######## design 1 ########
### M4 wires, design 1

Bar = 50 um.
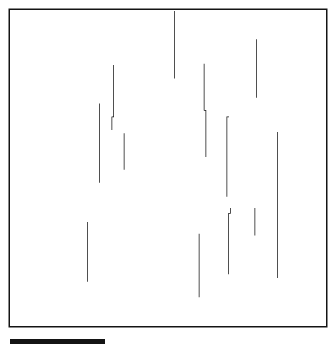
[config.mk]
export PLATFORM = sky130hd
export DESIGN_NAME = fp_add_issue_flat
export DESIGN_NICKNAME = d
export VERILOG_FILES = /design/src/rtl/fp_add_issue_if.sv /design/src/rtl/fp_add_issue.sv /design/src/flat_wrapper.sv
export SDC_FILE = /design/constraint.sdc
export NUM_CORES = 1
export LEC_CHECK = 0
export CELL_PAD_IN_SITES_DETAIL_PLACEMENT = 1
export CELL_PAD_IN_SITES_GLOBAL_PLACEMENT = 1
export CORE_MARGIN = 3
export CORE_UTILIZATION = 48
export DETAILED_ROUTE_END_ITERATION = 6
export PLACE_DENSITY = 0.79
export SKIP_LAST_GASP = 1
export SYNTH_ARGS = -nofsm -noshare
export SYNTH_HDL_FRONTEND = slang
export SYNTH_SLANG_ARGS = --single-unit
[constraint.sdc]
create_clock -name clk -period 3.6 [get_ports clk]
set_input_delay 0.36 -clock clk [delete_from_list [all_inputs] [get_ports clk]]
set_output_delay 0.36 -clock clk [all_outputs]
set_load 0.01 [all_outputs]
[src/rtl/fp_add_issue_if.sv]
// Upstream operand-pair handshake into the adder issue queue.
interface fp_add_issue_if #(
  parameter int TAG_W = 4
);
  logic             s_vld;
  logic             s_rdy;
  logic [31:0]      s_a;
  logic [31:0]      s_b;
  logic             s_sub;
  logic [TAG_W-1:0] s_tag;

  modport master (output s_vld, s_a, s_b, s_sub, s_tag, input s_rdy);
  modport slave  (input s_vld, s_a, s_b, s_sub, s_tag, output s_rdy);
endinterface

[src/rtl/fp_add_issue.sv]
// Operand issue queue feeding the FP32 adder: FIFO buffering, subtract sign flip,
// and a tag pipe aligned with the adder's registered result.
module fp_add_issue #(
  parameter int DEPTH = 4,
  parameter int TAG_W = 4
) (
  input  logic                       clk,
  input  logic                       rst,
  fp_add_issue_if.slave              up,
  input  logic                       flush,
  input  logic                       stall,
  output logic [31:0]                add_a,
  output logic [31:0]                add_b,
  output logic                       add_vld,
  output logic [TAG_W-1:0]           res_tag,
  output logic                       res_tag_vld,
  output logic [$clog2(DEPTH):0]     count,
  output logic                       empty,
  output logic                       full
);
  localparam int PTR_W = $clog2(DEPTH);
  localparam int CNT_W = PTR_W + 1;

  // Sign flip is unconditional; special operands are left to the adder.
  function automatic logic [31:0] sub_flip(input logic [31:0] b, input logic sub);
    return sub ? {~b[31], b[30:0]} : b;
  endfunction

  logic [31:0]      mem_a_q   [DEPTH];
  logic [31:0]      mem_b_q   [DEPTH];
  logic             mem_sub_q [DEPTH];
  logic [TAG_W-1:0] mem_tag_q [DEPTH];

  logic [PTR_W-1:0] wr_ptr_q, wr_ptr_d;
  logic [PTR_W-1:0] rd_ptr_q, rd_ptr_d;
  logic [CNT_W-1:0] count_q, count_d;
  logic             push, pop;

  logic [31:0]      add_a_p1_q, add_b_p1_q;
  logic             vld_p1_q;
  logic [TAG_W-1:0] tag_p1_q;
  logic [TAG_W-1:0] res_tag_p2_q;
  logic             vld_p2_q;

  assign empty    = (count_q == '0);
  assign full     = (count_q == CNT_W'(DEPTH));
  assign up.s_rdy = !rst && !flush && !full;
  assign push     = up.s_vld && up.s_rdy;
  assign pop      = !empty && !stall && !flush;

  always_comb begin
    wr_ptr_d = wr_ptr_q;
    rd_ptr_d = rd_ptr_q;
    count_d  = count_q;
    if (flush) begin
      wr_ptr_d = '0;
      rd_ptr_d = '0;
      count_d  = '0;
    end else begin
      if (push) wr_ptr_d = wr_ptr_q + PTR_W'(1);
      if (pop)  rd_ptr_d = rd_ptr_q + PTR_W'(1);
      if (push && !pop)      count_d = count_q + CNT_W'(1);
      else if (pop && !push) count_d = count_q - CNT_W'(1);
    end
  end

  always_ff @(posedge clk) begin
    if (rst) begin
      wr_ptr_q <= '0;
      rd_ptr_q <= '0;
      count_q  <= '0;
    end else begin
      wr_ptr_q <= wr_ptr_d;
      rd_ptr_q <= rd_ptr_d;
      count_q  <= count_d;
    end
  end

  // Storage (p0): entry payload, not reset
  always_ff @(posedge clk) begin
    if (push) begin
      mem_a_q[wr_ptr_q]   <= up.s_a;
      mem_b_q[wr_ptr_q]   <= up.s_b;
      mem_sub_q[wr_ptr_q] <= up.s_sub;
      mem_tag_q[wr_ptr_q] <= up.s_tag;
    end
  end

  // Issue stage (p1): adder operand registers, zeroed when idle
  always_ff @(posedge clk) begin
    if (rst) begin
      add_a_p1_q <= '0;
      add_b_p1_q <= '0;
      vld_p1_q   <= 1'b0;
      tag_p1_q   <= '0;
    end else begin
      vld_p1_q   <= pop;
      add_a_p1_q <= pop ? mem_a_q[rd_ptr_q] : '0;
      add_b_p1_q <= pop ? sub_flip(mem_b_q[rd_ptr_q], mem_sub_q[rd_ptr_q]) : '0;
      tag_p1_q   <= pop ? mem_tag_q[rd_ptr_q] : '0;
    end
  end

  // Result stage (p2): tag lines up with adder o_res_vld
  always_ff @(posedge clk) begin
    if (rst) begin
      res_tag_p2_q <= '0;
      vld_p2_q     <= 1'b0;
    end else begin
      res_tag_p2_q <= tag_p1_q;
      vld_p2_q     <= vld_p1_q;
    end
  end

  assign add_a       = add_a_p1_q;
  assign add_b       = add_b_p1_q;
  assign add_vld     = vld_p1_q;
  assign res_tag     = res_tag_p2_q;
  assign res_tag_vld = vld_p2_q;
  assign count       = count_q;
endmodule

[src/flat_wrapper.sv]
// flat-port wrapper written by rule: the top's interface ports become plain ports
module fp_add_issue_flat 
#(
  parameter int DEPTH = 4,
  parameter int TAG_W = 4
)
  (clk, rst, flush, stall, add_a, add_b, add_vld, res_tag, res_tag_vld, count, empty, full, up_s_vld, up_s_a, up_s_b, up_s_sub, up_s_tag, up_s_rdy);
  fp_add_issue_if #(.TAG_W(TAG_W)) up_i ();
  input  logic clk;
  input  logic rst;
  input  logic flush;
  input  logic stall;
  output logic [31:0] add_a;
  output logic [31:0] add_b;
  output logic add_vld;
  output logic [TAG_W-1:0] res_tag;
  output logic res_tag_vld;
  output logic [$clog2(DEPTH):0] count;
  output logic empty;
  output logic full;
  input wire logic [$bits(up_i.s_vld)-1:0] up_s_vld;
  input wire logic [$bits(up_i.s_a)-1:0] up_s_a;
  input wire logic [$bits(up_i.s_b)-1:0] up_s_b;
  input wire logic [$bits(up_i.s_sub)-1:0] up_s_sub;
  input wire logic [$bits(up_i.s_tag)-1:0] up_s_tag;
  output wire logic [$bits(up_i.s_rdy)-1:0] up_s_rdy;
  assign up_i.s_vld = up_s_vld;
  assign up_i.s_a = up_s_a;
  assign up_i.s_b = up_s_b;
  assign up_i.s_sub = up_s_sub;
  assign up_i.s_tag = up_s_tag;
  assign up_s_rdy = up_i.s_rdy;
  fp_add_issue #(.DEPTH(DEPTH), .TAG_W(TAG_W)) u_core (.clk(clk), .rst(rst), .up(up_i), .flush(flush), .stall(stall), .add_a(add_a), .add_b(add_b), .add_vld(add_vld), .res_tag(res_tag), .res_tag_vld(res_tag_vld), .count(count), .empty(empty), .full(full));
endmodule
==> impl_metrics.yaml <==
# implementation run metrics
cells_and_area:
  comb_cells: 183
  sequential_cell_area_mm2: 0.00995
  comb_area_mm2: 0.00234
  num-nonclk-inverters: 4
  seqAreaFraction: 0.638
  comb_share: 0.150
  drive_above_1_share: 0.186
  nClkBuffers: 52
setup_path:
  rr_startpoint: "u_core.count[0]"
  critical_path.startpoint: "u_core.count[2]"
  worstSetupStartpointType: "flop"
  crit_buf_inv: 2
  cp.arrival_ps: 2080
  crit_end: "up_s_rdy"
  worst_setup_path_end_kind: "output pin"
cts:
  clkLatencyLatePin_ps: 520
  cts_tree: "yes"
  holdBufCountCts: 0
global_route:
  antenna_found_initial: 1
drt:
  routed_wl_um: 25500
  ant_nets: 0
  met1_length_um: 10400
  highest_layer: "met5"
yosys:
  yosysTopAreaCellShare: 0.667
  yosys_area_mm2: 0.0124
  ys_sh_simple: 0.0471
  ys.flop_type: "edfxtp_1"
  mux_share: 0.124
  yosys.area_share.xor_xnor: 0.00423
  syn_inst: 570
place:
  preCtsSetupSlack_ps: 698
  place.gp.congestion: 0.720
  hpwl_um: 16400
worst_hold_path:
  min_to: "u_core.res_tag[1]"
  whs_path_depth: 1
pwr:
  pwr-share-seq: 0.528
  p_total_mw: 8.57
  leakage_nw: 5.11
  maxPowerGroup: "sequential cells"
timing:
  fin_ws_ps: 1160
  fin_hold_ws_ps: 458
  slew_violations: 0
die:
  core.rowCount: 58
  core-area_mm2: 0.0253
status:
  outcome: "finished, final reports clean"
Notes on 'M4 wires' of design 1 above:
wire length on this layer: 446 um
nets with wire on the layer: 8
share of all routed wire: 1.8%


######## design 2 ########
### Signal wires by layer, design 2

Bar = 20 um.
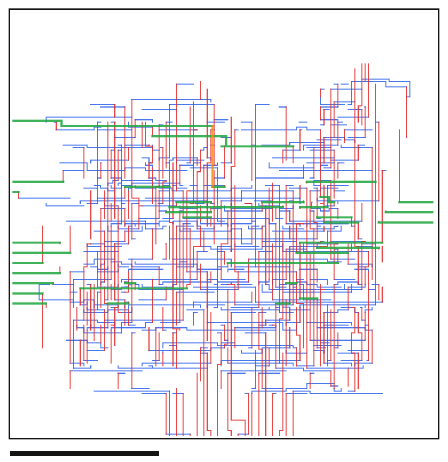
### Selected gate families, design 2

Bar = 20 um.
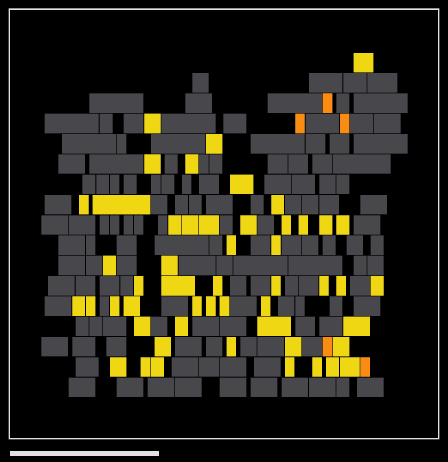
$ cat config.mk
export PLATFORM = sky130hd
export DESIGN_NAME = multicycle_ctrl
export DESIGN_NICKNAME = d
export VERILOG_FILES = /design/src/rtl/multicycle_ctrl.sv
export SDC_FILE = /design/constraint.sdc
export NUM_CORES = 1
export LEC_CHECK = 0
export CAP_MARGIN = 20
export CORE_MARGIN = 4
export CORE_UTILIZATION = 48
export CTS_CLUSTER_DIAMETER = 50
export DETAILED_ROUTE_END_ITERATION = 8
export PLACE_DENSITY = 0.87
export SLEW_MARGIN = 20
export SYNTH_ARGS = -nofsm -noshare
export SYNTH_HDL_FRONTEND = slang
export SYNTH_SLANG_ARGS = --single-unit
$ cat constraint.sdc
create_clock -name clk -period 2.54 [get_ports clk]
set_input_delay 0.254 -clock clk [delete_from_list [all_inputs] [get_ports clk]]
set_output_delay 0.254 -clock clk [all_outputs]
set_load 0.01 [all_outputs]
$ cat src/rtl/multicycle_ctrl.sv
// Main control FSM of the multicycle MIPS core: sequences each instruction
// and drives every datapath enable, mux select and the ALUOp code.
module multicycle_ctrl #(
   parameter int MEM_LATENCY = 1
) (
   input  logic       clk,
   input  logic       reset,
   input  logic [5:0] opcode,
   output logic       pc_write,
   output logic       pc_write_cond,
   output logic       i_or_d,
   output logic       mem_read,
   output logic       mem_write,
   output logic       ir_write,
   output logic       mem_to_reg,
   output logic       reg_dst,
   output logic       reg_write,
   output logic       alu_src_a,
   output logic [1:0] alu_src_b,
   output logic [1:0] pc_source,
   output logic [2:0] alu_op,
   output logic [3:0] state,
   output logic       instr_done,
   output logic       illegal_op
);

   localparam logic [3:0] S_FETCH  = 4'd0;
   localparam logic [3:0] S_DECODE = 4'd1;
   localparam logic [3:0] S_MADR   = 4'd2;
   localparam logic [3:0] S_MRD    = 4'd3;
   localparam logic [3:0] S_MWB    = 4'd4;
   localparam logic [3:0] S_MWR    = 4'd5;
   localparam logic [3:0] S_REX    = 4'd6;
   localparam logic [3:0] S_RWB    = 4'd7;
   localparam logic [3:0] S_BEQ    = 4'd8;
   localparam logic [3:0] S_IEX    = 4'd9;
   localparam logic [3:0] S_IWB    = 4'd10;
   localparam logic [3:0] S_JUMP   = 4'd11;

   localparam logic [5:0] OP_R    = 6'b000000;
   localparam logic [5:0] OP_J    = 6'b000010;
   localparam logic [5:0] OP_BEQ  = 6'b000100;
   localparam logic [5:0] OP_ADDI = 6'b001000;
   localparam logic [5:0] OP_SLTI = 6'b001010;
   localparam logic [5:0] OP_ANDI = 6'b001100;
   localparam logic [5:0] OP_ORI  = 6'b001101;
   localparam logic [5:0] OP_LW   = 6'b100011;
   localparam logic [5:0] OP_SW   = 6'b101011;

   localparam logic [3:0] LAST = 4'(MEM_LATENCY - 1);

   logic [3:0] r_state;
   logic [3:0] r_cnt;
   logic [5:0] r_op;
   logic [3:0] w_next;
   logic       w_last;
   logic       w_mem;
   logic       w_is_ls;
   logic       w_is_imm;
   logic       w_legal;

   assign w_last   = (r_cnt == LAST);
   assign w_mem    = (r_state == S_FETCH) || (r_state == S_MRD)
                   || (r_state == S_MWR);
   assign w_is_ls  = (opcode == OP_LW) || (opcode == OP_SW);
   assign w_is_imm = (opcode == OP_ADDI) || (opcode == OP_ANDI)
                   || (opcode == OP_ORI) || (opcode == OP_SLTI);
   assign w_legal  = w_is_ls || w_is_imm || (opcode == OP_R)
                   || (opcode == OP_BEQ) || (opcode == OP_J);

   always_comb begin
      w_next = r_state;
      case (r_state)
         S_FETCH:  if (w_last) w_next = S_DECODE;
         S_DECODE: begin
            unique case (1'b1)
               w_is_ls:            w_next = S_MADR;
               w_is_imm:           w_next = S_IEX;
               (opcode == OP_R):   w_next = S_REX;
               (opcode == OP_BEQ): w_next = S_BEQ;
               (opcode == OP_J):   w_next = S_JUMP;
               default:            w_next = S_FETCH;
            endcase
         end
         S_MADR:   w_next = (r_op == OP_SW) ? S_MWR : S_MRD;
         S_MRD:    if (w_last) w_next = S_MWB;
         S_MWR:    if (w_last) w_next = S_FETCH;
         S_REX:    w_next = S_RWB;
         S_IEX:    w_next = S_IWB;
         default:  w_next = S_FETCH;
      endcase
   end

   // Counter restarts on every state change so it never wraps
   always_ff @(posedge clk) begin
      if (reset) begin
         r_state <= S_FETCH;
         r_cnt   <= 4'd0;
         r_op    <= 6'd0;
      end else begin
         r_state <= w_next;
         if (w_next != r_state || !w_mem) r_cnt <= 4'd0;
         else                             r_cnt <= r_cnt + 4'd1;
         if (r_state == S_DECODE) r_op <= opcode;
      end
   end

   assign state = reset ? S_FETCH : r_state;

   always_comb begin
      pc_write      = 1'b0;
      pc_write_cond = 1'b0;
      i_or_d        = 1'b0;
      mem_read      = 1'b0;
      mem_write     = 1'b0;
      ir_write      = 1'b0;
      mem_to_reg    = 1'b0;
      reg_dst       = 1'b0;
      reg_write     = 1'b0;
      alu_src_a     = 1'b0;
      alu_src_b     = 2'b00;
      pc_source     = 2'b00;
      alu_op        = 3'b000;
      instr_done    = 1'b0;
      illegal_op    = 1'b0;
      if (!reset) begin
         case (r_state)
            S_FETCH: begin
               mem_read  = 1'b1;
               alu_src_b = 2'b01;
               ir_write  = w_last;
               pc_write  = w_last;
            end
            S_DECODE: begin
               alu_src_b  = 2'b11;
               illegal_op = !w_legal;
            end
            S_MADR: begin
               alu_src_a = 1'b1;
               alu_src_b = 2'b10;
            end
            S_MRD: begin
               mem_read = 1'b1;
               i_or_d   = 1'b1;
            end
            S_MWB: begin
               mem_to_reg = 1'b1;
               reg_write  = 1'b1;
               instr_done = 1'b1;
            end
            S_MWR: begin
               mem_write  = 1'b1;
               i_or_d     = 1'b1;
               instr_done = w_last;
            end
            S_REX: begin
               alu_src_a = 1'b1;
               alu_op    = 3'b010;
            end
            S_RWB: begin
               reg_dst    = 1'b1;
               reg_write  = 1'b1;
               instr_done = 1'b1;
            end
            S_BEQ: begin
               alu_src_a     = 1'b1;
               alu_op        = 3'b001;
               pc_write_cond = 1'b1;
               pc_source     = 2'b01;
               instr_done    = 1'b1;
            end
            S_IEX: begin
               alu_src_a = 1'b1;
               alu_src_b = 2'b10;
               case (r_op)
                  OP_ANDI: alu_op = 3'b011;
                  OP_ORI:  alu_op = 3'b100;
                  OP_SLTI: alu_op = 3'b101;
                  default: alu_op = 3'b000;
               endcase
            end
            S_IWB: begin
               reg_write  = 1'b1;
               instr_done = 1'b1;
            end
            S_JUMP: begin
               pc_write   = 1'b1;
               pc_source  = 2'b10;
               instr_done = 1'b1;
            end
            default: ;
         endcase
      end
   end

endmodule
==> impl_metrics.yaml <==
# implementation run metrics
status:
  outcome: "finished, final reports clean"
setup_path:
  path_cells: "inv_1 -> ha_1 -> or3b_4 -> nor2_1 -> nor2_1 -> nor3_1 -> clkdlybuf4s50_1"
  cp.arrival_ps: 2200
  crit_buf_inv: 2
  crit_end: "instr_done"
  crit_slowest_cell: "clkdlybuf4s50_1"
  worst_ep_required_time_ps: 2290
  rr_startpoint: "r_cnt[0]"
  r2r-end: "r_cnt[0]"
  worstSetupStartpointType: "flop"
  r2r_cells: 6
cells_and_area:
  comb_area_um2: 807
  instances_no_fill: 217
  num-nonclk-inverters: 5
  final_core_utilization: 0.664
die:
  die_w_um: 57.4
  die_h_um: 57.4
  core.rowCount: 17
worst_hold_path:
  hp-start: "r_op[3]"
timing:
  layout_min_cycle_time_ps: 2460
  fin_hold_ws_ps: 477
  finalCritPeriodShare: 0.967
yosys:
  ys_ff: 14
  syn_inst: 165
  ys_types: 42
  ys_cells: 165
  edf_count: 0
  synth.area.top_cells: "dfxtp_1 24%, nor2_1 6.4%, a21oi_1 5.6%, nor2b_1 4.8%, nor3_1 4.7%"
drt:
  wl_met3_um: 242
  highest_layer: "met4"
  routed_wl_um: 3340
pwr:
  combPwrFrac: 0.297
  pwr-share-clk: 0.238
global_route:
  met2_usage: 0.340
place:
  place.gp.congestion: 0.809
Notes on 'Signal wires by layer' of design 2 above:
legend:
  red:
    layer: M2
    wire_length: 1660 um
  orange:
    layer: M4
    wire_length: 8.20 um
  green:
    layer: M3
    wire_length: 242 um
  blue:
    layer: M1
    wire_length: 1430 um

Notes on 'Selected gate families' of design 2 above:
legend:
  orange:
    family: inv cells
    cells: 5
  yellow:
    family: nor cells
    cells: 51


######## design 3 ########
### Signal wires by layer, design 3

Bar = 20 um.
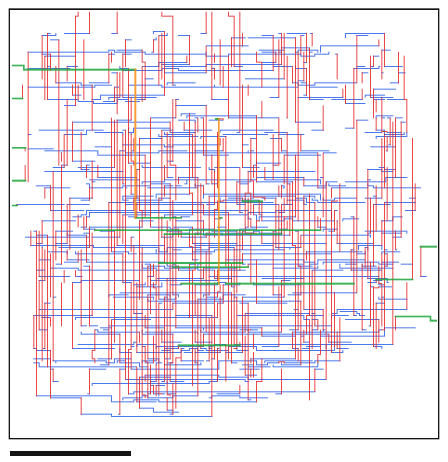
### Sequential cells grouped by signal name, design 3

Bar = 20 um. Other sequential cells in the stronger gray, the rest of the logic in the fainter gray.
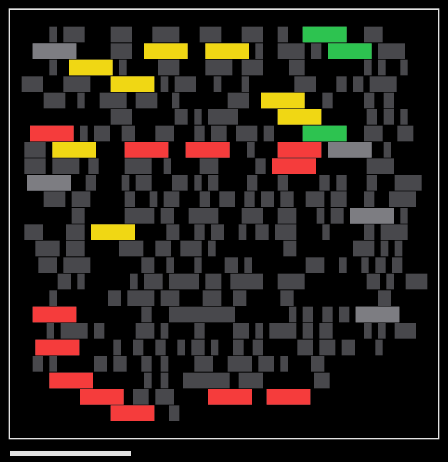
### Selected gate families, design 3

Bar = 20 um.
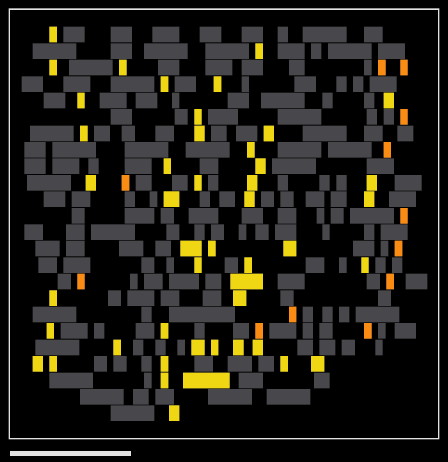
### src/rtl/ws2812_tx.sv
// ---------------------------------------------------------------------------
// ws2812_tx
//
// Serial line encoder for a WS2812 LED chain. On a trigger it waits for the
// frame-buffer read port to settle, then takes one byte at a time and sends
// each one MSB-first as pulse-width coded bits. A `next` pulse tells the
// address sequencer that the byte has been taken. When the sequencer reports
// `done` at a load point, the line is held low for the latch period and the
// encoder returns to idle.
//
// Parameters (all in clk_i cycles):
//   T0H     high time of a 0 bit
//   T1H     high time of a 1 bit
//   TBIT    full bit period
//   TRESET  low latch time at end of frame
//   RD_LAT  cycles from trigger/next until data/done are valid
//   Legal: 0 < T0H < T1H < TBIT, TRESET >= 1, RD_LAT >= 1
//
// Ports:
//   clk_i      in   1  single clock, rising edge
//   reset_i    in   1  synchronous, active-high reset
//   trigger_i  in   1  frame start pulse, sampled only in IDLE
//   data_i     in   8  frame-buffer byte at the sequencer's current address
//   done_i     in   1  sequencer has no further byte
//   next_o     out  1  one-cycle pulse: current byte consumed
//   dout_o     out  1  WS2812 serial data line
//   busy_o     out  1  frame in progress (WAIT, BIT or LATCH)
//
// State | meaning
// ------+--------------------------------------------------------------
// IDLE  | line low, waiting for trigger
// WAIT  | read-port latency after trigger; ends in the first load point
// BIT   | shifting out sr_q[7]; last cycle of bit 0 is a load point
// LATCH | line low for TRESET cycles, then back to IDLE
// ---------------------------------------------------------------------------
module ws2812_tx #(
  parameter int T0H    = 17,
  parameter int T1H    = 34,
  parameter int TBIT   = 60,
  parameter int TRESET = 2880,
  parameter int RD_LAT = 2
) (
  input  logic       clk_i,
  input  logic       reset_i,
  input  logic       trigger_i,
  input  logic [7:0] data_i,
  input  logic       done_i,
  output logic       next_o,
  output logic       dout_o,
  output logic       busy_o
);

  // One down-counter serves all three timed states, so it is sized for the
  // longest of them.
  localparam int CNT_MAX_A = (TRESET - 1 > TBIT - 1) ? (TRESET - 1) : (TBIT - 1);
  localparam int CNT_MAX   = (CNT_MAX_A > RD_LAT) ? CNT_MAX_A : RD_LAT;
  localparam int CW        = (CNT_MAX < 1) ? 1 : $clog2(CNT_MAX + 1);

  localparam logic [CW-1:0] WAIT_INIT  = CW'(RD_LAT);
  localparam logic [CW-1:0] BIT_INIT   = CW'(TBIT - 1);
  localparam logic [CW-1:0] LATCH_INIT = CW'(TRESET - 1);
  localparam logic [CW-1:0] CNT_ONE    = CW'(1);

  // The bit counter runs down from TBIT-1, so the elapsed time in the bit is
  // TBIT-1-cnt. "elapsed < TxH" becomes "cnt >= TBIT-TxH".
  localparam logic [CW-1:0] HI1_FLOOR = CW'(TBIT - T1H);
  localparam logic [CW-1:0] HI0_FLOOR = CW'(TBIT - T0H);

  typedef enum logic [1:0] {
    S_IDLE  = 2'd0,
    S_WAIT  = 2'd1,
    S_BIT   = 2'd2,
    S_LATCH = 2'd3
  } state_e;

  state_e        state_q, state_d;
  logic [CW-1:0] cnt_q, cnt_d;
  logic [2:0]    bit_idx_q, bit_idx_d;
  logic [7:0]    sr_q, sr_d;
  logic          next_q, next_d;
  logic          dout_q, dout_d;
  logic          busy_q, busy_d;
  logic          load;

  always_ff @(posedge clk_i) begin
    if (reset_i) begin
      state_q   <= S_IDLE;
      cnt_q     <= '0;
      bit_idx_q <= '0;
      sr_q      <= '0;
      next_q    <= 1'b0;
      dout_q    <= 1'b0;
      busy_q    <= 1'b0;
    end else begin
      state_q   <= state_d;
      cnt_q     <= cnt_d;
      bit_idx_q <= bit_idx_d;
      sr_q      <= sr_d;
      next_q    <= next_d;
      dout_q    <= dout_d;
      busy_q    <= busy_d;
    end
  end

  always_comb begin
    state_d   = state_q;
    cnt_d     = cnt_q;
    bit_idx_d = bit_idx_q;
    sr_d      = sr_q;
    next_d    = 1'b0;
    busy_d    = busy_q;
    load      = 1'b0;

    unique case (state_q)
      S_IDLE: begin
        if (trigger_i) begin
          state_d = S_WAIT;
          cnt_d   = WAIT_INIT;
          busy_d  = 1'b1;
        end
      end

      S_WAIT: begin
        if (cnt_q == '0) begin
          load = 1'b1;
        end else begin
          cnt_d = cnt_q - CNT_ONE;
        end
      end

      S_BIT: begin
        if (cnt_q == '0) begin
          if (bit_idx_q != 3'd0) begin
            sr_d      = {sr_q[6:0], 1'b0};
            bit_idx_d = bit_idx_q - 3'd1;
            cnt_d     = BIT_INIT;
          end else begin
            load = 1'b1;
          end
        end else begin
          cnt_d = cnt_q - CNT_ONE;
        end
      end

      S_LATCH: begin
        if (cnt_q == '0) begin
          state_d = S_IDLE;
          busy_d  = 1'b0;
        end else begin
          cnt_d = cnt_q - CNT_ONE;
        end
      end

      default: begin
        state_d = S_IDLE;
        busy_d  = 1'b0;
      end
    endcase

    // Load point: the byte (or the end marker) is taken here, and the next
    // byte's first bit starts on the following cycle with no gap.
    if (load) begin
      if (done_i) begin
        state_d = S_LATCH;
        cnt_d   = LATCH_INIT;
      end else begin
        state_d   = S_BIT;
        sr_d      = data_i;
        bit_idx_d = 3'd7;
        cnt_d     = BIT_INIT;
        next_d    = 1'b1;
      end
    end

    // dout is registered, so it is derived from the values the counter and
    // shift register will hold in the cycle it is driven.
    dout_d = (state_d == S_BIT) &&
             (cnt_d >= (sr_d[7] ? HI1_FLOOR : HI0_FLOOR));
  end

  assign next_o = next_q;
  assign dout_o = dout_q;
  assign busy_o = busy_q;

endmodule

### config.mk
export PLATFORM = sky130hd
export DESIGN_NAME = ws2812_tx
export DESIGN_NICKNAME = d
export VERILOG_FILES = /design/src/rtl/ws2812_tx.sv
export SDC_FILE = /design/constraint.sdc
export NUM_CORES = 1
export LEC_CHECK = 0
export CELL_PAD_IN_SITES_DETAIL_PLACEMENT = 1
export CELL_PAD_IN_SITES_GLOBAL_PLACEMENT = 1
export CORE_UTILIZATION = 40
export CTS_BUF_LIST = sky130_fd_sc_hd__clkbuf_4 sky130_fd_sc_hd__clkbuf_8
export DETAILED_ROUTE_END_ITERATION = 10
export PLACE_DENSITY_LB_ADDON = 0.1
export SYNTH_ARGS = -nofsm -noshare
export SYNTH_HDL_FRONTEND = slang
export SYNTH_SLANG_ARGS = --single-unit
### constraint.sdc
create_clock -name clk_i -period 3.9 [get_ports clk_i]
set_input_delay 0.585 -clock clk_i [delete_from_list [all_inputs] [get_ports clk_i]]
set_output_delay 0.585 -clock clk_i [all_outputs]
set_load 0.03 [all_outputs]
==> impl_metrics.yaml <==
# implementation run metrics
status:
  outcome: "complete, but fails checks"
  violations: "DRC"
cells_and_area:
  nClkBuffers: 3
  largest_class: "multi-input combinational cells"
  buffers: 19
  largest_reg_flops: 12
  comb_cells: 172
  comb_share: 0.563
yosys:
  edf_count: 0
  synth.area.top_cells: "dfxtp_1 30%, ha_1 7.3%, nor2_1 5.0%, buf_6 4.2%, a211oi_2 4.0%"
  synth_nets: 246
  ys_async_sr_fraction: 0
setup_path:
  crit_cells: 10
  critical_path.startpoint: "cnt_q[8]"
  worst_setup_path_end_kind: "flop"
place:
  port_buffers: 14
drt:
  drc: 2
  vias_per_cell: 6.18
  wl_met3_um: 174
pwr:
  p_total_mw: 1.54
  pwr-share-seq: 0.258
  pg_clk_mw: 0.240
global_route:
  gr-usage-met3: 0.0214
  grt_start_max_net_pins: 23
  met1_usage: 0.349
cts:
  cts_max_path_buffers: 2
## Picture notes: 'Signal wires by layer' of design 3
legend:
  red:
    layer: M2
    wire_length: 2820 um
  orange:
    layer: M4
    wire_length: 51.7 um
  blue:
    layer: M1
    wire_length: 2750 um
  green:
    layer: M3
    wire_length: 175 um

## Picture notes: 'Sequential cells grouped by signal name' of design 3
legend:
  red:
    netlist_name: `cnt_q`
    placed_flops: 12
  green:
    netlist_name: `bit_idx_q`
    placed_flops: 3
  yellow:
    netlist_name: `sr_q`
    placed_flops: 8

## Picture notes: 'Selected gate families' of design 3
legend:
  yellow:
    family: nor cells
    cells: 46
  orange:
    family: inv cells
    cells: 12


######## design 4 ########
### Signal wires by layer, design 4

Bar = 50 um.
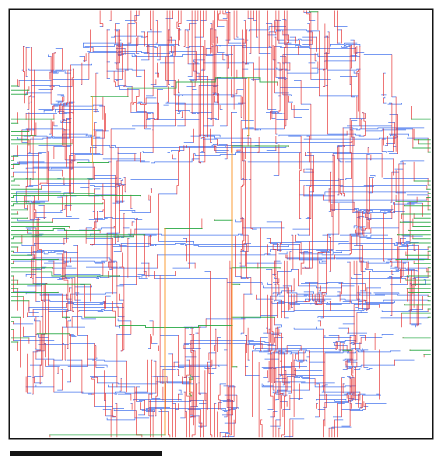
### Selected gate families, design 4

Bar = 50 um.
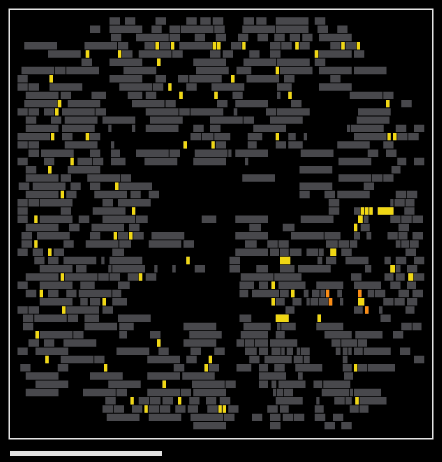
### Cell outlines without signal wires, design 4

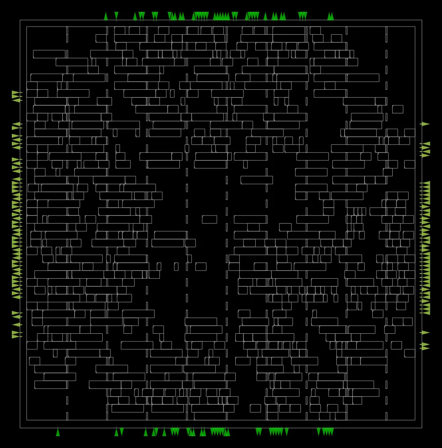
[config.mk]
export PLATFORM = sky130hd
export DESIGN_NAME = mxrv_id_ctrl
export DESIGN_NICKNAME = d
export VERILOG_FILES = /design/src/rtl/mxrv_id_ctrl_pkg.sv /design/src/rtl/mxrv_sync_fifo.sv /design/src/rtl/mxrv_id_ctrl.sv
export SDC_FILE = /design/constraint.sdc
export NUM_CORES = 1
export LEC_CHECK = 0
export ABC_CLOCK_PERIOD_IN_PS = 8600
export CAP_MARGIN = 15
export CELL_PAD_IN_SITES_DETAIL_PLACEMENT = 0
export CELL_PAD_IN_SITES_GLOBAL_PLACEMENT = 2
export CORE_AREA = 2 2 137 139
export CTS_BUF_LIST = sky130_fd_sc_hd__clkbuf_8
export DETAILED_ROUTE_END_ITERATION = 10
export DIE_AREA = 0 0 139 141
export GPL_TIMING_DRIVEN = 0
export PLACE_DENSITY = 0.79
export SYNTH_ARGS = -nofsm -noshare
export SYNTH_HDL_FRONTEND = slang
export SYNTH_SLANG_ARGS = --single-unit
[constraint.sdc]
create_clock -name clk -period 8.6 [get_ports clk]
set_input_delay 1.72 -clock clk [delete_from_list [all_inputs] [get_ports clk]]
set_output_delay 1.72 -clock clk [all_outputs]
set_load 0.02 [all_outputs]
[src/rtl/mxrv_id_ctrl_pkg.sv]
// Shared definitions for the decode-stage issue controller: opcodes, widths,
// the buffered {pc,inst} payload and the controller state encoding.
package mxrv_id_ctrl_pkg;

  localparam int unsigned PORT_WORD_WIDTH = 32;
  localparam int unsigned REG_ADDR_WIDTH  = 5;
  localparam int unsigned OPCODE_WIDTH    = 7;
  localparam int unsigned STALL_CNT_WIDTH = 16;

  localparam logic [OPCODE_WIDTH-1:0] INST_LUI      = 7'b0110111;
  localparam logic [OPCODE_WIDTH-1:0] INST_AUIPC    = 7'b0010111;
  localparam logic [OPCODE_WIDTH-1:0] INST_JAL      = 7'b1101111;
  localparam logic [OPCODE_WIDTH-1:0] INST_JALR     = 7'b1100111;
  localparam logic [OPCODE_WIDTH-1:0] INST_TYPE_R_M = 7'b0110011;
  localparam logic [OPCODE_WIDTH-1:0] INST_TYPE_S   = 7'b0100011;
  localparam logic [OPCODE_WIDTH-1:0] INST_TYPE_B   = 7'b1100011;

  localparam logic [PORT_WORD_WIDTH-1:0] INST_NOP = 32'h00000013;

  typedef struct packed {
    logic [PORT_WORD_WIDTH-1:0] pc;
    logic [PORT_WORD_WIDTH-1:0] inst;
  } id_entry_t;

  localparam int unsigned ENTRY_WIDTH = $bits(id_entry_t);

  typedef enum logic [1:0] {
    ST_RUN   = 2'd0,
    ST_STALL = 2'd1,
    ST_FLUSH = 2'd2
  } id_state_e;

  // Upper-immediate and jal forms carry immediate bits where rs1 would sit.
  function automatic logic uses_rs1(input logic [OPCODE_WIDTH-1:0] op);
    logic r;
    case (op)
      INST_LUI, INST_AUIPC, INST_JAL: r = 1'b0;
      INST_JALR:                      r = 1'b1;
      default:                        r = 1'b1;
    endcase
    return r;
  endfunction

  function automatic logic uses_rs2(input logic [OPCODE_WIDTH-1:0] op);
    logic r;
    case (op)
      INST_TYPE_R_M, INST_TYPE_S, INST_TYPE_B: r = 1'b1;
      default:                                 r = 1'b0;
    endcase
    return r;
  endfunction

endpackage

[src/rtl/mxrv_sync_fifo.sv]
// Registered synchronous FIFO (no fall-through) with a synchronous clear that
// overrides push and pop. DEPTH must be a power of two so pointers wrap freely.
module mxrv_sync_fifo #(
  parameter int unsigned WIDTH = 64,
  parameter int unsigned DEPTH = 2
) (
  input  logic             clk,
  input  logic             rst,
  input  logic             clear_i,
  input  logic             push_i,
  input  logic             pop_i,
  input  logic [WIDTH-1:0] wdata_i,
  output logic [WIDTH-1:0] rdata_o,
  output logic             empty_o,
  output logic             full_o
);

  localparam int unsigned PTR_W = (DEPTH > 1) ? $clog2(DEPTH) : 1;
  localparam int unsigned CNT_W = PTR_W + 1;

  logic [WIDTH-1:0] mem_q [DEPTH];
  logic [PTR_W-1:0] wr_ptr_q, wr_ptr_d;
  logic [PTR_W-1:0] rd_ptr_q, rd_ptr_d;
  logic [CNT_W-1:0] count_q, count_d;
  logic             do_push, do_pop;

  assign empty_o = (count_q == '0);
  assign full_o  = (count_q == CNT_W'(DEPTH));
  assign do_push = push_i & ~full_o & ~clear_i;
  assign do_pop  = pop_i & ~empty_o & ~clear_i;
  assign rdata_o = mem_q[rd_ptr_q];

  // Pointer and occupancy update; clear wins over everything.
  always_comb begin
    wr_ptr_d = wr_ptr_q;
    rd_ptr_d = rd_ptr_q;
    count_d  = count_q;
    if (clear_i) begin
      wr_ptr_d = '0;
      rd_ptr_d = '0;
      count_d  = '0;
    end else begin
      if (do_push) wr_ptr_d = wr_ptr_q + PTR_W'(1);
      if (do_pop)  rd_ptr_d = rd_ptr_q + PTR_W'(1);
      case ({do_push, do_pop})
        2'b10:   count_d = count_q + CNT_W'(1);
        2'b01:   count_d = count_q - CNT_W'(1);
        default: count_d = count_q;
      endcase
    end
  end

  always_ff @(posedge clk or posedge rst) begin
    if (rst) begin
      wr_ptr_q <= '0;
      rd_ptr_q <= '0;
      count_q  <= '0;
    end else begin
      wr_ptr_q <= wr_ptr_d;
      rd_ptr_q <= rd_ptr_d;
      count_q  <= count_d;
    end
  end

  // Payload storage needs no reset: reads are only meaningful when not empty.
  always_ff @(posedge clk) begin
    if (do_push) mem_q[wr_ptr_q] <= wdata_i;
  end

endmodule

[src/rtl/mxrv_id_ctrl.sv]
// Decode-stage issue controller: buffers fetched {pc,inst}, presents the head
// to the decoder, holds issue on load-use hazards and discards words on flush.
module mxrv_id_ctrl
  import mxrv_id_ctrl_pkg::*;
#(
  parameter int unsigned                FIFO_DEPTH = 2,
  parameter logic [PORT_WORD_WIDTH-1:0] NOP_INST   = INST_NOP
) (
  input  logic                       clk,
  input  logic                       rst,
  input  logic                       if_valid_i,
  output logic                       if_ready_o,
  input  logic [PORT_WORD_WIDTH-1:0] if_inst_i,
  input  logic [PORT_WORD_WIDTH-1:0] if_pc_i,
  output logic [PORT_WORD_WIDTH-1:0] inst_data_o,
  output logic [PORT_WORD_WIDTH-1:0] id_pc_o,
  input  logic [REG_ADDR_WIDTH-1:0]  dec_rs1_i,
  input  logic [REG_ADDR_WIDTH-1:0]  dec_rs2_i,
  input  logic                       ex_load_pend_i,
  input  logic [REG_ADDR_WIDTH-1:0]  ex_load_rd_i,
  output logic                       id_valid_o,
  input  logic                       ex_ready_i,
  input  logic                       flush_i,
  output logic [STALL_CNT_WIDTH-1:0] stall_cnt_o
);

  id_state_e                  state_q, state_d;
  logic [STALL_CNT_WIDTH-1:0] stall_cnt_q, stall_cnt_d;
  id_entry_t                  wr_entry, head;
  logic                       fifo_empty, fifo_full;
  logic                       push, pop;
  logic [OPCODE_WIDTH-1:0]    opcode;
  logic                       rs1_hit, rs2_hit, hazard;

  assign wr_entry = '{pc: if_pc_i, inst: if_inst_i};

  mxrv_sync_fifo #(
    .WIDTH (ENTRY_WIDTH),
    .DEPTH (FIFO_DEPTH)
  ) u_fifo (
    .clk     (clk),
    .rst     (rst),
    .clear_i (flush_i),
    .push_i  (push),
    .pop_i   (pop),
    .wdata_i (wr_entry),
    .rdata_o (head),
    .empty_o (fifo_empty),
    .full_o  (fifo_full)
  );

  assign if_ready_o  = ~fifo_full & ~rst;
  assign push        = if_valid_i & if_ready_o & ~flush_i;
  assign pop         = id_valid_o & ex_ready_i;
  assign inst_data_o = fifo_empty ? NOP_INST : head.inst;
  assign id_pc_o     = fifo_empty ? '0 : head.pc;
  assign stall_cnt_o = stall_cnt_q;

  // Load-use detection against the register fields the decoder reports back.
  assign opcode  = inst_data_o[OPCODE_WIDTH-1:0];
  assign rs1_hit = uses_rs1(opcode) & (ex_load_rd_i == dec_rs1_i);
  assign rs2_hit = uses_rs2(opcode) & (ex_load_rd_i == dec_rs2_i);
  assign hazard  = ex_load_pend_i & (ex_load_rd_i != '0) & (rs1_hit | rs2_hit);

  always_comb begin
    state_d     = state_q;
    id_valid_o  = 1'b0;
    stall_cnt_d = stall_cnt_q;

    unique case (state_q)
      ST_RUN: begin
        if (flush_i)                   state_d = ST_FLUSH;
        else if (~fifo_empty & hazard) state_d = ST_STALL;
      end
      ST_STALL: begin
        if (flush_i)      state_d = ST_FLUSH;
        else if (~hazard) state_d = ST_RUN;
      end
      ST_FLUSH: state_d = ST_RUN;
      default:  state_d = ST_RUN;
    endcase

    id_valid_o = ~fifo_empty & (state_q == ST_RUN) & ~hazard & ~flush_i;

    if ((state_q == ST_STALL) && (stall_cnt_q != '1))
      stall_cnt_d = stall_cnt_q + STALL_CNT_WIDTH'(1);
  end

  always_ff @(posedge clk or posedge rst) begin
    if (rst) begin
      state_q     <= ST_RUN;
      stall_cnt_q <= '0;
    end else begin
      state_q     <= state_d;
      stall_cnt_q <= stall_cnt_d;
    end
  end

endmodule
==> impl_metrics.yaml <==
# implementation run metrics
yosys:
  aoi_share: 0.0189
  yosys_area_mm2: 0.00602
  synth_nets: 473
  mux_share: 0.109
  yosysTopAreaCellShare: 0.638
setup_path:
  crit_slowest_cell: "clkdlybuf4s50_1"
timing:
  max_freq_mhz: 175
  clock_skew_ps: 17.7
drt:
  met1_length_um: 5470
  routed_wl_um: 13300
cts:
  cts_max_path_buffers: 2
  holdBufCountCts: 0
  cts_tree: "yes"
cells_and_area:
  comb_share: 0.181
  buf_share: 0.219
  nNetsFinal: 669
  largest_class: "registers"
pwr:
  seq-power_mw: 0.814
  swShare: 0.242
global_route:
  top_usage_layer: "met2"
place:
  hpwl_um: 9550
  dpl.cell_count: 798
status:
  outcome: "finished, final reports clean"
Notes on 'Signal wires by layer' of design 4 above:
legend:
  blue:
    layer: M1
    wire_length: 5470 um
  red:
    layer: M2
    wire_length: 6590 um
  orange:
    layer: M4
    wire_length: 188 um
  green:
    layer: M3
    wire_length: 1000 um

Notes on 'Selected gate families' of design 4 above:
legend:
  yellow:
    family: nor cells
    cells: 75
    where: all over the die
  orange:
    family: inv cells
    cells: 4

Notes on 'Cell outlines without signal wires' of design 4 above:
Layout fillers: 1657
Finished Layout Cells: 830
fraction of area in registers: 0.514
Well Taps: 234
FP Rows: 50


######## design 5 ########
### Placed cells, one color a class, design 5

Bar = 20 um. Fill, decap, tap and diode cells in gray.
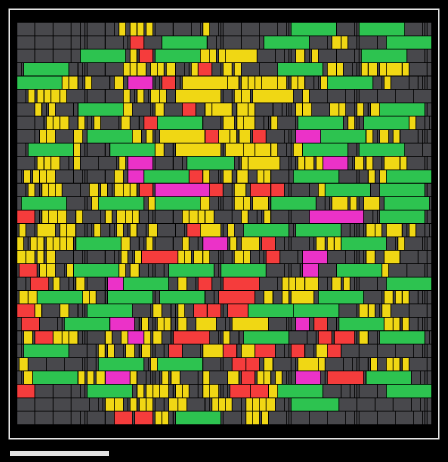
### Selected gate families, design 5

Bar = 20 um.
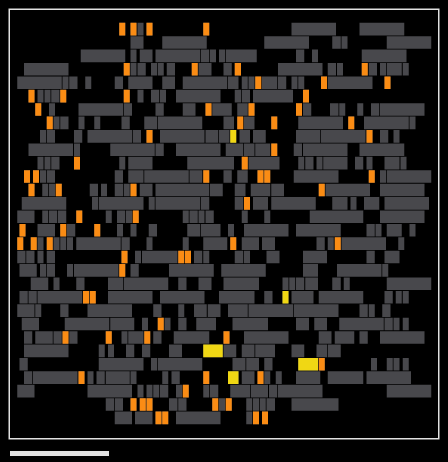
==> config.mk <==
export PLATFORM = sky130hd
export DESIGN_NAME = seq_cla_subtractor
export DESIGN_NICKNAME = d
export VERILOG_FILES = /design/src/rtl/cla_pkg.sv /design/src/rtl/cla4_slice.sv /design/src/rtl/seq_cla_subtractor.sv
export SDC_FILE = /design/constraint.sdc
export NUM_CORES = 1
export LEC_CHECK = 0
export ABC_AREA = 1
export CORE_UTILIZATION = 45
export CTS_CLUSTER_DIAMETER = 60
export DETAILED_ROUTE_END_ITERATION = 8
export DONT_BUFFER_PORTS = 1
export GPL_ROUTABILITY_DRIVEN = 0
export PLACE_DENSITY_LB_ADDON = 0.08
export SLEW_MARGIN = 20
export SYNTH_ARGS = -nofsm -noshare
export SYNTH_HDL_FRONTEND = slang
export SYNTH_HIERARCHICAL = 1
export SYNTH_SLANG_ARGS = --single-unit
==> constraint.sdc <==
create_clock -name clk -period 1.4 [get_ports clk]
set_clock_uncertainty 0.1 [all_clocks]
set_input_delay 0.28 -clock clk [delete_from_list [all_inputs] [get_ports clk]]
set_output_delay 0.28 -clock clk [all_outputs]
set_load 0.02 [all_outputs]
==> src/rtl/cla_pkg.sv <==
// rtl/cla_pkg.sv - shared FSM state type and nibble width for the sequential CLA subtractor
package cla_pkg;

  localparam int NIBBLE_W = 4;

  typedef enum logic [1:0] {
    IDLE = 2'd0,
    CALC = 2'd1,
    DONE = 2'd2
  } state_e;

endpackage

==> src/rtl/cla4_slice.sv <==
// rtl/cla4_slice.sv - combinational 4-bit carry-lookahead adder slice
module cla4_slice
  import cla_pkg::*;
(
  input  logic [NIBBLE_W-1:0] a_i,
  input  logic [NIBBLE_W-1:0] b_i,
  input  logic                cin_i,
  output logic [NIBBLE_W-1:0] sum_o,
  output logic                cout_o
);

  logic [NIBBLE_W-1:0] g;
  logic [NIBBLE_W-1:0] p;
  logic [NIBBLE_W-1:0] c;
  logic                grp_g;
  logic                grp_p;

  assign g = a_i & b_i;
  assign p = a_i ^ b_i;

  // Every internal carry is formed directly from g/p and cin, no ripple.
  assign c[0] = cin_i;
  assign c[1] = g[0] | (p[0] & cin_i);
  assign c[2] = g[1] | (p[1] & g[0]) | (p[1] & p[0] & cin_i);
  assign c[3] = g[2] | (p[2] & g[1]) | (p[2] & p[1] & g[0]) | (p[2] & p[1] & p[0] & cin_i);

  // Group generate/propagate give the slice carry-out in one lookahead level.
  assign grp_g  = g[3] | (p[3] & g[2]) | (p[3] & p[2] & g[1]) | (p[3] & p[2] & p[1] & g[0]);
  assign grp_p  = &p;
  assign cout_o = grp_g | (grp_p & cin_i);

  assign sum_o = p ^ c;

endmodule

==> src/rtl/seq_cla_subtractor.sv <==
// rtl/seq_cla_subtractor.sv - nibble-serial a-b-bin subtractor on a CLA slice; optional ovf output under SUB_OVERFLOW_EN
module seq_cla_subtractor
  import cla_pkg::*;
#(
  parameter int WIDTH = 16
) (
  input  logic             clk,
  input  logic             rst_n,
  input  logic             in_valid,
  output logic             in_ready,
  input  logic [WIDTH-1:0] a,
  input  logic [WIDTH-1:0] b,
  input  logic             bin,
  output logic             out_valid,
  input  logic             out_ready,
  output logic [WIDTH-1:0] diff,
  output logic             bout,
  output logic             busy
`ifdef SUB_OVERFLOW_EN
  ,
  output logic             ovf
`endif
);

  localparam int NIBBLES = WIDTH / NIBBLE_W;
  localparam int IDX_W   = (NIBBLES > 1) ? $clog2(NIBBLES) : 1;

  state_e               state_q, state_d;
  logic [WIDTH-1:0]     a_q, b_q, res_q, diff_q;
  logic                 carry_q, bout_q;
  logic [IDX_W-1:0]     idx_q;
  logic [NIBBLE_W-1:0]  sl_sum;
  logic                 sl_cout;
  logic                 last_nib;
  logic [WIDTH-1:0]     res_next;
`ifdef SUB_OVERFLOW_EN
  logic                 ovf_q;
`endif

  // a - b - bin == a + ~b + ~bin; operands are shifted right so slice always sees nibble 0.
  cla4_slice u_slice (
    .a_i    (a_q[NIBBLE_W-1:0]),
    .b_i    (~b_q[NIBBLE_W-1:0]),
    .cin_i  (carry_q),
    .sum_o  (sl_sum),
    .cout_o (sl_cout)
  );

  assign last_nib = (idx_q == IDX_W'(NIBBLES - 1));
  // New nibble enters at the top; after the final nibble the word is in order.
  assign res_next = (res_q >> NIBBLE_W) | (WIDTH'(sl_sum) << (WIDTH - NIBBLE_W));

  // State register.
  always_ff @(posedge clk or negedge rst_n) begin
    if (!rst_n) state_q <= IDLE;
    else        state_q <= state_d;
  end

  // Next-state logic: accept in IDLE, one nibble per CALC cycle, release on out_ready.
  always_comb begin
    state_d = state_q;
    case (state_q)
      IDLE:    if (in_valid)  state_d = CALC;
      CALC:    if (last_nib)  state_d = DONE;
      DONE:    if (out_ready) state_d = IDLE;
      default:                state_d = IDLE;
    endcase
  end

  // Handshake and status outputs decoded from state.
  always_comb begin
    in_ready  = (state_q == IDLE);
    out_valid = (state_q == DONE);
    busy      = (state_q == CALC);
  end

  // Datapath: capture operands, step nibbles, publish result only when complete.
  always_ff @(posedge clk or negedge rst_n) begin
    if (!rst_n) begin
      a_q     <= '0;
      b_q     <= '0;
      res_q   <= '0;
      diff_q  <= '0;
      carry_q <= 1'b0;
      bout_q  <= 1'b0;
      idx_q   <= '0;
`ifdef SUB_OVERFLOW_EN
      ovf_q   <= 1'b0;
`endif
    end else begin
      case (state_q)
        IDLE: begin
          if (in_valid) begin
            a_q     <= a;
            b_q     <= b;
            carry_q <= ~bin;
            idx_q   <= '0;
          end
        end
        CALC: begin
          a_q     <= a_q >> NIBBLE_W;
          b_q     <= b_q >> NIBBLE_W;
          res_q   <= res_next;
          carry_q <= sl_cout;
          idx_q   <= idx_q + IDX_W'(1);
          if (last_nib) begin
            diff_q <= res_next;
            bout_q <= ~sl_cout;
`ifdef SUB_OVERFLOW_EN
            // Operand sign bits are in bit 3 during the top nibble.
            ovf_q  <= (a_q[NIBBLE_W-1] != b_q[NIBBLE_W-1]) && (sl_sum[NIBBLE_W-1] != a_q[NIBBLE_W-1]);
`endif
          end
        end
        default: ;
      endcase
    end
  end

  assign diff = diff_q;
  assign bout = bout_q;
`ifdef SUB_OVERFLOW_EN
  assign ovf  = ovf_q;
`endif

endmodule

==> impl_metrics.yaml <==
# implementation run metrics
cells_and_area:
  num-nonclk-inverters: 74
  lay_top_cells: "112 x nand2_1, 64 x dfrtp_1, 62 x inv_1, 62 x nand3_1, 27 x buf_4"
  final_core_utilization: 0.590
  drive_above_1_share: 0.222
  comb_share: 0.324
  nClkBuffers: 9
timing:
  final_hold_viol_count: 66
  setup_viol: 7
  fin_hold_ws_ps: -482
  fin_ws_ps: -158
yosys:
  synth_nets: 445
  ys_async_sr_fraction: 1.00
  syn_area_mm2: 0.00324
  yosys.area_share.xor_xnor: 0.00270
  ys_seq_share: 0.510
  ys_sh_simple: 0.268
  synth.area.top_cells: "dfrtp_1 51%, nand2_1 14%, nand3_1 10%, inv_1 8.3%, o21ai_0 2.5%"
  top_area_cell: "dfrtp_1"
setup_path:
  path_cells: "buf_4 -> nor2_4 -> buf_12"
  crit_cells: 3
  r2r-end: "carry_q"
pwr:
  swShare: 0.425
  combPwrFrac: 0.515
  pg_clk_mw: 1.82
  intPower_mw: 6.36
global_route:
  antenna_found_initial: 0
  grt_pass1_wl_um: 12200
  grt_start_max_net_pins: 67
cts:
  clkSlewWorstSetupHoldPaths_ps: 80
  cts_buffers: 9
  cts-root-buf: "clkbuf_8"
  cts_sinks: 66
die:
  die_w_um: 86.8
  core-area_mm2: 0.00687
drt:
  wl_met2_um: 3280
status:
  violations: "hold timing, setup timing"
  outcome: "complete, but fails checks"
place:
  dpl.cell_count: 506
About 'Placed cells, one color a class' of design 5:
legend:
  magenta:
    class: clock drivers and dummy loads
    cells: 16
    share_of_their_area: 5.8%
  yellow:
    class: remaining logic cells
    cells: 316
    share_of_their_area: 40%
  green:
    class: registers
    cells: 66
    share_of_their_area: 42%
  red:
    class: remaining buffers and delay cells
    cells: 47
    share_of_their_area: 12%

About 'Selected gate families' of design 5:
legend:
  orange:
    family: inv cells
    cells: 74
    where: all over the die
  yellow:
    family: nor cells
    cells: 5



## Gallery

Cell outlines without signal wires.
panel A
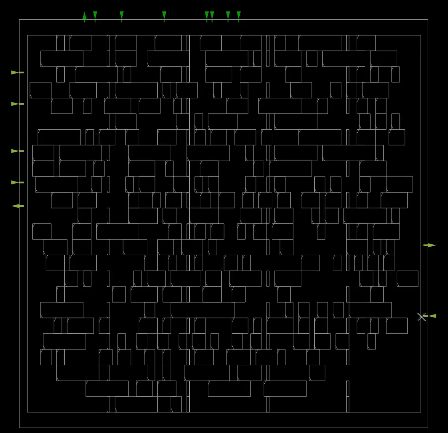
panel B
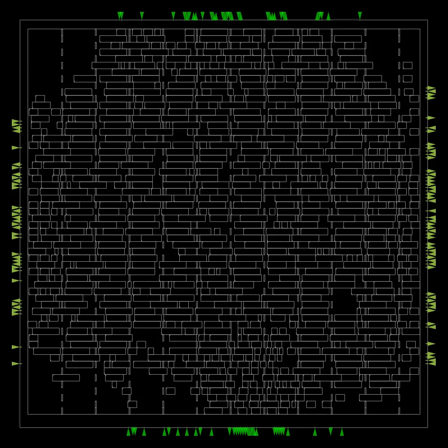
panel C
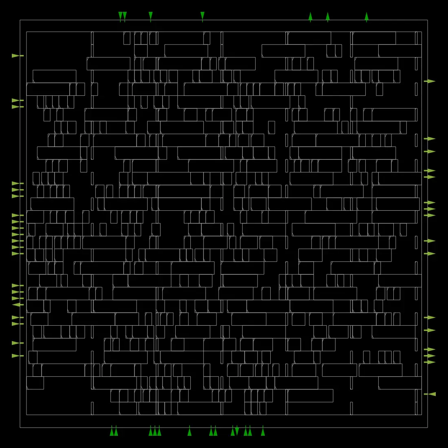
- panel A = design 3
- panel C = design 5
- panel B = design 1
- most cells: panel B

No activity file was given, so power comes from the tool's default toggle rates.
